==================== block 1
Fig. 1: block 1, cells by drive strength
Drawn at 3 px/um.
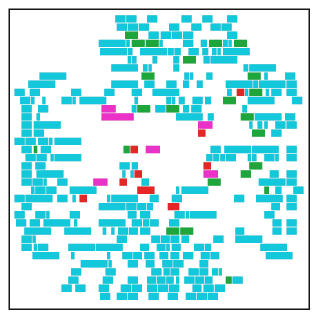

`src/rtl/id_ex_stage.sv`:
```
// ID/EX pipeline register: captures decoded operands and control, detects
// load-use hazards (one-cycle bubble) and drives the EX operand-mux selects.
module id_ex_stage #(
  parameter int DATA_W  = 8,
  parameter int REG_AW  = 3,
  parameter int ALUOP_W = 4
) (
  input  logic               clk,
  input  logic               rst,
  input  logic               id_valid,
  input  logic [REG_AW-1:0]  id_rs1,
  input  logic [REG_AW-1:0]  id_rs2,
  input  logic               id_use_rs1,
  input  logic               id_use_rs2,
  input  logic [REG_AW-1:0]  id_rd,
  input  logic               id_reg_write,
  input  logic               id_mem_read,
  input  logic               id_mem_write,
  input  logic               id_use_imm,
  input  logic [ALUOP_W-1:0] id_alu_op,
  input  logic [DATA_W-1:0]  id_rdata1,
  input  logic [DATA_W-1:0]  id_rdata2,
  input  logic [DATA_W-1:0]  id_imm,
  input  logic               exmem_valid,
  input  logic               exmem_reg_write,
  input  logic [REG_AW-1:0]  exmem_rd,
  input  logic               memwb_valid,
  input  logic               memwb_reg_write,
  input  logic [REG_AW-1:0]  memwb_rd,
  input  logic [DATA_W-1:0]  memwb_wdata,
  input  logic               flush,
  input  logic               hold,
  output logic               stall,
  output logic               ex_valid,
  output logic               ex_reg_write,
  output logic               ex_mem_read,
  output logic               ex_mem_write,
  output logic               ex_use_imm,
  output logic [REG_AW-1:0]  ex_rs1,
  output logic [REG_AW-1:0]  ex_rs2,
  output logic [REG_AW-1:0]  ex_rd,
  output logic [ALUOP_W-1:0] ex_alu_op,
  output logic [DATA_W-1:0]  ex_rdata1,
  output logic [DATA_W-1:0]  ex_rdata2,
  output logic [DATA_W-1:0]  ex_imm,
  output logic [1:0]         fwd_sel_a,
  output logic [1:0]         fwd_sel_b
);

  typedef struct packed {
    logic               valid;
    logic               reg_write;
    logic               mem_read;
    logic               mem_write;
    logic               use_imm;
    logic [REG_AW-1:0]  rs1;
    logic [REG_AW-1:0]  rs2;
    logic [REG_AW-1:0]  rd;
    logic [ALUOP_W-1:0] alu_op;
    logic [DATA_W-1:0]  rdata1;
    logic [DATA_W-1:0]  rdata2;
    logic [DATA_W-1:0]  imm;
  } ex_t;

  ex_t  ex_q, id_d, bub_d;
  logic lu, exmem_wr, memwb_wr;

  assign exmem_wr = exmem_valid & exmem_reg_write;
  assign memwb_wr = memwb_valid & memwb_reg_write;

  assign lu = ex_q.valid & ex_q.mem_read & ex_q.reg_write & id_valid &
              ((id_use_rs1 & (id_rs1 == ex_q.rd)) |
               (id_use_rs2 & (id_rs2 == ex_q.rd)));

  assign stall = (lu | hold) & ~flush;

  // Normal load takes MEM/WB write-through so the register file bypass
  // is not needed for the cycle in which it is being written.
  always_comb begin
    id_d.valid     = id_valid;
    id_d.reg_write = id_reg_write;
    id_d.mem_read  = id_mem_read;
    id_d.mem_write = id_mem_write;
    id_d.use_imm   = id_use_imm;
    id_d.rs1       = id_rs1;
    id_d.rs2       = id_rs2;
    id_d.rd        = id_rd;
    id_d.alu_op    = id_alu_op;
    id_d.rdata1    = (memwb_wr && memwb_rd == id_rs1) ? memwb_wdata : id_rdata1;
    id_d.rdata2    = (memwb_wr && memwb_rd == id_rs2) ? memwb_wdata : id_rdata2;
    id_d.imm       = id_imm;
  end

  // Bubble: control cleared, data fields follow decode unmodified.
  always_comb begin
    bub_d           = id_d;
    bub_d.valid     = 1'b0;
    bub_d.reg_write = 1'b0;
    bub_d.mem_read  = 1'b0;
    bub_d.mem_write = 1'b0;
    bub_d.use_imm   = 1'b0;
    bub_d.rdata1    = id_rdata1;
    bub_d.rdata2    = id_rdata2;
  end

  always_ff @(posedge clk or posedge rst) begin
    if (rst)        ex_q <= '0;
    else if (flush) ex_q <= '0;
    else if (!hold) ex_q <= lu ? bub_d : id_d;
  end

  assign ex_valid     = ex_q.valid;
  assign ex_reg_write = ex_q.reg_write;
  assign ex_mem_read  = ex_q.mem_read;
  assign ex_mem_write = ex_q.mem_write;
  assign ex_use_imm   = ex_q.use_imm;
  assign ex_rs1       = ex_q.rs1;
  assign ex_rs2       = ex_q.rs2;
  assign ex_rd        = ex_q.rd;
  assign ex_alu_op    = ex_q.alu_op;
  assign ex_rdata1    = ex_q.rdata1;
  assign ex_rdata2    = ex_q.rdata2;
  assign ex_imm       = ex_q.imm;

  // EX/MEM is the younger writer, so it takes precedence over MEM/WB.
  always_comb begin
    fwd_sel_a = 2'b00;
    if (exmem_wr && exmem_rd == ex_q.rs1)      fwd_sel_a = 2'b01;
    else if (memwb_wr && memwb_rd == ex_q.rs1) fwd_sel_a = 2'b10;
    fwd_sel_b = 2'b00;
    if (ex_q.use_imm)                          fwd_sel_b = 2'b11;
    else if (exmem_wr && exmem_rd == ex_q.rs2) fwd_sel_b = 2'b01;
    else if (memwb_wr && memwb_rd == ex_q.rs2) fwd_sel_b = 2'b10;
  end

endmodule

```
`config.mk`:
```
export PLATFORM = sky130hd
export DESIGN_NAME = id_ex_stage
export DESIGN_NICKNAME = d
export VERILOG_FILES = /design/src/rtl/id_ex_stage.sv
export SDC_FILE = /design/constraint.sdc
export NUM_CORES = 1
export LEC_CHECK = 0
export CAP_MARGIN = 20
export CORE_UTILIZATION = 24
export DETAILED_ROUTE_END_ITERATION = 10
export HOLD_SLACK_MARGIN = 0.05
export SLEW_MARGIN = 10
export SYNTH_ARGS = -nofsm -noshare
export SYNTH_HDL_FRONTEND = slang
export SYNTH_SLANG_ARGS = --single-unit
```
`constraint.sdc`:
```
create_clock -name clk -period 3.6 [get_ports clk]
set_input_delay 0.54 -clock clk [delete_from_list [all_inputs] [get_ports clk]]
set_output_delay 0.54 -clock clk [all_outputs]
set_load 0.01 [all_outputs]
```
==================== block 2
--- config.mk ---
export PLATFORM = sky130hd
export DESIGN_NAME = alu_issue_ctrl
export DESIGN_NICKNAME = d
export VERILOG_FILES = /design/src/rtl/alu_ctrl_pkg.sv /design/src/rtl/ctrl_regfile.sv /design/src/rtl/alu_issue_ctrl.sv
export SDC_FILE = /design/constraint.sdc
export NUM_CORES = 1
export LEC_CHECK = 0
export CAP_MARGIN = 5
export CORE_ASPECT_RATIO = 0.75
export CORE_MARGIN = 1
export CORE_UTILIZATION = 58
export CTS_CLUSTER_SIZE = 40
export DETAILED_ROUTE_END_ITERATION = 16
export PLACE_DENSITY = 0.86
export SYNTH_ARGS = -nofsm -noshare
export SYNTH_HDL_FRONTEND = slang
export SYNTH_HIERARCHICAL = 1
export SYNTH_SLANG_ARGS = --single-unit
--- constraint.sdc ---
create_clock -name clk -period 2.75 [get_ports clk]
set_input_delay 0.275 -clock clk [delete_from_list [all_inputs] [get_ports clk]]
set_output_delay 0.275 -clock clk [all_outputs]
set_load 0.01 [all_outputs]
--- src/rtl/alu_ctrl_pkg.sv ---
// Shared types and constants for the ALU issue controller.
// Optional retire counter in the top is enabled by defining ALU_ISSUE_RETIRE_CNT_EN.
package alu_ctrl_pkg;

    typedef enum logic [1:0] {
        StIdle  = 2'd0,
        StIssue = 2'd1,
        StWb    = 2'd2
    } state_e;

    localparam logic [1:0] ALU_ADD = 2'b00;
    localparam logic [1:0] ALU_SUB = 2'b01;
    localparam logic [1:0] ALU_AND = 2'b10;
    localparam logic [1:0] ALU_OR  = 2'b11;

    // Instruction field bit positions
    localparam int unsigned OP_HI       = 15;
    localparam int unsigned OP_LO       = 14;
    localparam int unsigned RD_HI       = 13;
    localparam int unsigned RD_LO       = 12;
    localparam int unsigned RS1_HI      = 11;
    localparam int unsigned RS1_LO      = 10;
    localparam int unsigned RS2_HI      = 9;
    localparam int unsigned RS2_LO      = 8;
    localparam int unsigned IMM_SEL_BIT = 7;

    localparam int unsigned IMM7_W = 7;

endpackage

--- src/rtl/ctrl_regfile.sv ---
// Private register file of the issue controller: two async read ports, one sync write port.
module ctrl_regfile #(
    parameter int unsigned ALU_WIDTH = 16,
    parameter int unsigned NUM_REGS  = 4
) (
    input  logic                 clk,
    input  logic                 reset,
    input  logic [1:0]           raddr1,
    output logic [ALU_WIDTH-1:0] rdata1,
    input  logic [1:0]           raddr2,
    output logic [ALU_WIDTH-1:0] rdata2,
    input  logic                 we,
    input  logic [1:0]           waddr,
    input  logic [ALU_WIDTH-1:0] wdata
);

    logic [ALU_WIDTH-1:0] mem_q [NUM_REGS];

    always_ff @(posedge clk or posedge reset) begin
        if (reset) begin
            for (int i = 0; i < NUM_REGS; i++) begin
                mem_q[i] <= '0;
            end
        end else if (we) begin
            mem_q[waddr] <= wdata;
        end
    end

    assign rdata1 = mem_q[raddr1];
    assign rdata2 = mem_q[raddr2];

endmodule

--- src/rtl/alu_issue_ctrl.sv ---
// Three-state issue controller: decode in IDLE, ALU evaluates in ISSUE, write back in WB.
// Define ALU_ISSUE_RETIRE_CNT_EN to add the 16-bit retire_cnt output.
module alu_issue_ctrl
    import alu_ctrl_pkg::*;
#(
    parameter int unsigned ALU_WIDTH = 16,
    parameter int unsigned NUM_REGS  = 4
) (
    input  logic                 clk,
    input  logic                 reset,
    input  logic                 instr_valid,
    output logic                 instr_ready,
    input  logic [15:0]          instr,
    output logic [1:0]           alu_opcode,
    output logic [ALU_WIDTH-1:0] alu_op1,
    output logic [ALU_WIDTH-1:0] alu_op2,
    input  logic [ALU_WIDTH-1:0] alu_result,
    output logic                 result_valid,
    output logic [ALU_WIDTH-1:0] result_data,
    output logic [1:0]           result_rd,
    output logic                 busy
`ifdef ALU_ISSUE_RETIRE_CNT_EN
    ,
    output logic [15:0]          retire_cnt
`endif
);

    state_e               state_q, state_d;
    logic                 accept;
    logic                 rf_we;
    logic [1:0]           rd_q;
    logic [ALU_WIDTH-1:0] rs1_data, rs2_data;
    logic [ALU_WIDTH-1:0] imm_ext;

    assign accept  = instr_valid & instr_ready;
    assign imm_ext = {{(ALU_WIDTH - IMM7_W){instr[IMM7_W-1]}}, instr[IMM7_W-1:0]};

    ctrl_regfile #(
        .ALU_WIDTH (ALU_WIDTH),
        .NUM_REGS  (NUM_REGS)
    ) u_regfile (
        .clk    (clk),
        .reset  (reset),
        .raddr1 (instr[RS1_HI:RS1_LO]),
        .rdata1 (rs1_data),
        .raddr2 (instr[RS2_HI:RS2_LO]),
        .rdata2 (rs2_data),
        .we     (rf_we),
        .waddr  (result_rd),
        .wdata  (result_data)
    );

    always_ff @(posedge clk or posedge reset) begin
        if (reset) begin
            state_q <= StIdle;
        end else begin
            state_q <= state_d;
        end
    end

    always_comb begin
        state_d = state_q;
        unique case (state_q)
            StIdle:  if (accept) state_d = StIssue;
            StIssue: state_d = StWb;
            StWb:    state_d = StIdle;
            default: state_d = StIdle;
        endcase
    end

    always_comb begin
        instr_ready  = (state_q == StIdle);
        busy         = (state_q == StIssue) || (state_q == StWb);
        result_valid = (state_q == StWb);
        rf_we        = (state_q == StWb);
    end

    // ALU inputs and result hold their values between updates
    always_ff @(posedge clk or posedge reset) begin
        if (reset) begin
            alu_opcode  <= ALU_ADD;
            alu_op1     <= '0;
            alu_op2     <= '0;
            rd_q        <= '0;
            result_data <= '0;
            result_rd   <= '0;
        end else begin
            if (accept) begin
                alu_opcode <= instr[OP_HI:OP_LO];
                alu_op1    <= rs1_data;
                alu_op2    <= instr[IMM_SEL_BIT] ? imm_ext : rs2_data;
                rd_q       <= instr[RD_HI:RD_LO];
            end
            if (state_q == StIssue) begin
                result_data <= alu_result;
                result_rd   <= rd_q;
            end
        end
    end

`ifdef ALU_ISSUE_RETIRE_CNT_EN
    always_ff @(posedge clk or posedge reset) begin
        if (reset) begin
            retire_cnt <= '0;
        end else if (state_q == StWb) begin
            retire_cnt <= retire_cnt + 16'd1;
        end
    end
`endif

endmodule

==> gallery <==
M3 wires.
Plate I
Drawn at 3 px/um. Cells faint in the background.
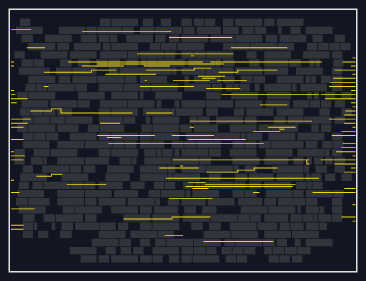
Plate II
Drawn at 4 px/um. Cells faint in the background.
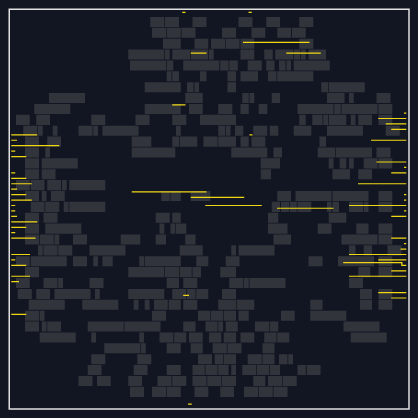
Plate II: block 1
Plate I: block 2

Key to Plate II:
wire length on this layer	305 um
share of all routed wire	4.5%
longest straight run	18.4 um
main direction	horizontal
nets with wire on the layer	56

Fig. 2: block 1, placement by cell class
Drawn at 4 px/um.
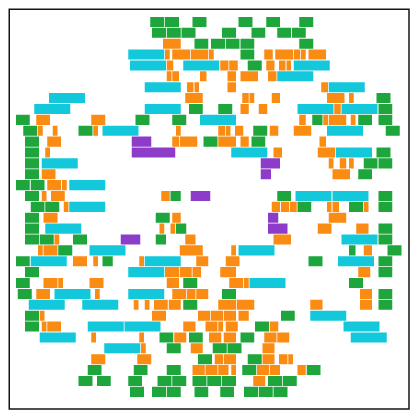
colour	class	cells	share of their area
cyan	registers	42	30%
green	remaining buffers and delay cells	117	33%
purple	clock drivers and dummy loads	8	3.3%
orange	remaining logic cells	159	33%
Final Cell Area: 0.00363 mm2
Seq/total area: 28.9%
Final Util: 39.3%
Core ar.: 0.00924 mm2
FP Rows: 35

Notes on Fig. 1 above:
colour	size	cells	share
red	x3 and x4	9	2.8%
magenta	x6 and larger	6	1.8%
green	x2	23	7.1%
cyan	x1 and smaller	288	88%
setup ws final: 0.593 ns
Synth-to-Final Area Change: 59.2%
Plain + repair buffers: 117

==> results.yml, block 1 <==
# synthesis and place-and-route metrics
clocking:
  cts_max_path_buffers: 2
  tritoncts: "built"
layout:
  nNetsFinal: 391
  diodes: 0
critical_path:
  crit_path_frequent_cell: "clkdlybuf4s50_1"
  critPathRequiredTime_ns: 3.06
  path_class: "in -> out"
  worst_setup_path_start_kind: "primary input"
pwr:
  clkPwrFrac_pct: 32.4
  p_switching_uw: 308
  p_leak_nw: 1.51
  netSwitchingFraction_pct: 26.3
  p_total_mw: 1.17
  internal-power_uw: 863
  seq-power_uw: 521
logic_synthesis:
  synth_chip_area_mm2: 0.00228
  ys_types: 25
  synth-seq-cells: 42
  yosysCellCount: 216
  synthCells: 216
  ys_sh_mux_pct: 9.21
  syn-cell-area_mm2: 0.00228
status:
  status: "finished clean"
place:
  pre_cts_slack_ns: 0.610
routing:
  drt_iter0_drc: 60
  via_per_inst: 4.52
  first_pass_iters: 4
final_timing:
  timing_hold_violations_final: 0
  timing.final.crit_share_pct: 83.5
global_route:
  grt_max_degree: 43
floorplan:
  fp_util_pct: 24.7
flow_run:
  warnings: 26
[block 1: worst paths after layout]
kind                               from            to  slack, ns  cells past startpoint
max                         memwb_rd[2]  fwd_sel_b[1]       0.59                      5
min                        ex_rdata1[7]  ex_rdata1[7]       0.48                      2
max reg2reg                    ex_rd[0]  ex_mem_write       1.78                      6
min reg2reg                ex_rdata1[7]  ex_rdata1[7]       0.48                      2
max in group asynchronous           rst     ex_rs1[2]       2.26                      2
min in group asynchronous           rst     ex_imm[5]       0.76                      2
[block 1: final cells by class]
type,count,area (um2),share of cell area (%)
Timing Repair Buffer,117,1150,31.7
Sequential cell,42,1050,28.9
Tap cell,129,161,4.44
Clock inverter,3,45.0,1.24
Clock buffer,5,68.8,1.89
Multi-Input combinational cell,158,1150,31.7
Inverter,1,3.75,0.103
[block 1: metrics by stage]
stage	cells	hold WS (ns)
4_1_cts	455	0.488
5_1_grt	455	0.509
2_1_floorplan	216	0.517
6_report	455	0.481
3_3_place_gp	447	0.464
3_5_place_dp	447	0.468
[block 1: layer usage]
metal	track usage [%]	up-vias	routed length, um
li1	-	992	-
met1	17.7	989	3050
met2	23.3	66	3380
met3	2.53	8	304
met4	5.32	0	119
met5	0	-	0
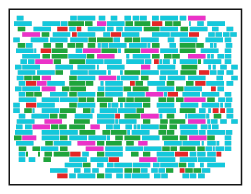
Fig. 3. Cells by drive strength (block 2).
Drawn at 2 px/um.
colour	size	cells	share
magenta	x6 and larger	26	5.8%
red	x3 and x4	24	5.3%
green	x2	129	29%
cyan	x1 and smaller	270	60%

==> results.yml, block 2 <==
# synthesis and place-and-route metrics
layout:
  clockBufferCount: 28
  num-multi-input-gates: 195
pwr:
  internal-power_mw: 6.15
final_timing:
  timing.final.crit_share_pct: 77.1
  fmax_mhz: 472
  report.final.slew_viol_count: 0
clocking:
  h-tree-depth: 4
  cts_setup_buffers: 0
  clk_pin_slew_worst_paths_ns: 0.05
  tritoncts: "built"
global_route:
  grt_usage_pct: 29.6
  met1_usage_pct: 40.8
  use_met2_pct: 46.7
routing:
  wl_met3_mm: 1.18
  drcViolationCount: 0
status:
  status: "finished clean"
floorplan:
  core_area_mm2: 0.00920
logic_synthesis:
  top_area_share_pct: 53.7
  aoi_share_pct: 2.86
  syn-cell-area_mm2: 0.00559
critical_path:
  worst_setup_path_start_kind: "register"
  worst_r2r_startpoint: "state_q[1]"
  crit_arrival_ns: 1.84
place:
  pre_cts_slack_ns: 0.615
==> block 2: sequential cells by signal (all words and copies together) (netlist names) <==
register	count
alu_opcode	2
result_data	16
result_rd	2
alu_op1	16
u_regfile/mem_q	64
alu_op2	16
state_q	2
rd_q	2
==> block 2: stage by stage <==
step                      power [mW]  instances  cell area, um2  hold WS, ns  util, %
after floorplan                 5.33        344            5590        0.427        -
after global placement          6.60        547            6570        0.482     71.4
after detailed placement        6.76        547            6570        0.493     71.4
after CTS                       8.95        577            7130        0.139     77.5
after global routing            9.34        577            7130        0.181     77.5
final                           8.92        577            7130        0.143     77.5
==> block 2: cell usage in the layout (no fill, tap or decap) <==
cell and n:
inv_1 2, buf_12 2, clkbuf_8 6, a21oi_1 32, nand3_2 1, mux2_2 91, dfrtp_1 120, nor3b_4 1
buf_4 9, mux4_2 32, and2_4 1, nand3b_2 2, clkdlybuf4s50_1 89, clkbuf_1 5, bufinv_16 1, mux2_4 13
mux2i_1 16, ha_1 5, clkinv_2 1, clkbuf_16 17, inv_2 2, nand2b_1 1
==> block 2: critical path, cell delays in order, from the launching register on <==
cell             delay (ns)
dfrtp_1                0.41
inv_1                  0.12
ha_1                   0.31
clkdlybuf4s50_1        0.59


==> layout pictures side by side <==
Routed metal per tile.
image #1
Drawn at 3 px/um. The die is cut into 23 by 17 equal tiles; dark purple is low, yellow is high, scaled to the fullest tile. Values are wire area over tile area, all layers added.
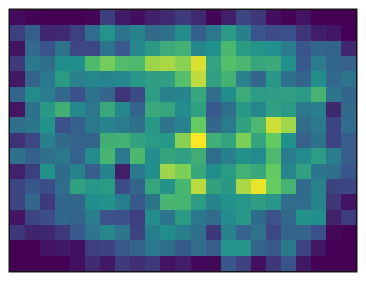
image #2
Drawn at 4 px/um. The die is cut into 20 by 20 equal tiles; dark purple is low, yellow is high, scaled to the fullest tile. Values are wire area over tile area, all layers added.
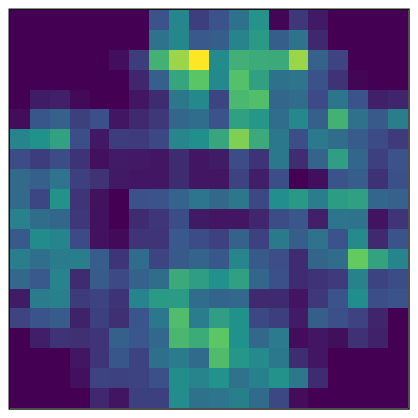
block 2: image #1
block 1: image #2

Key to image #1:
densest ninth of the die	centre
mean over tiles	0.22
nearly empty tiles	5.9%

Power is estimated from default activity; no workload was simulated.
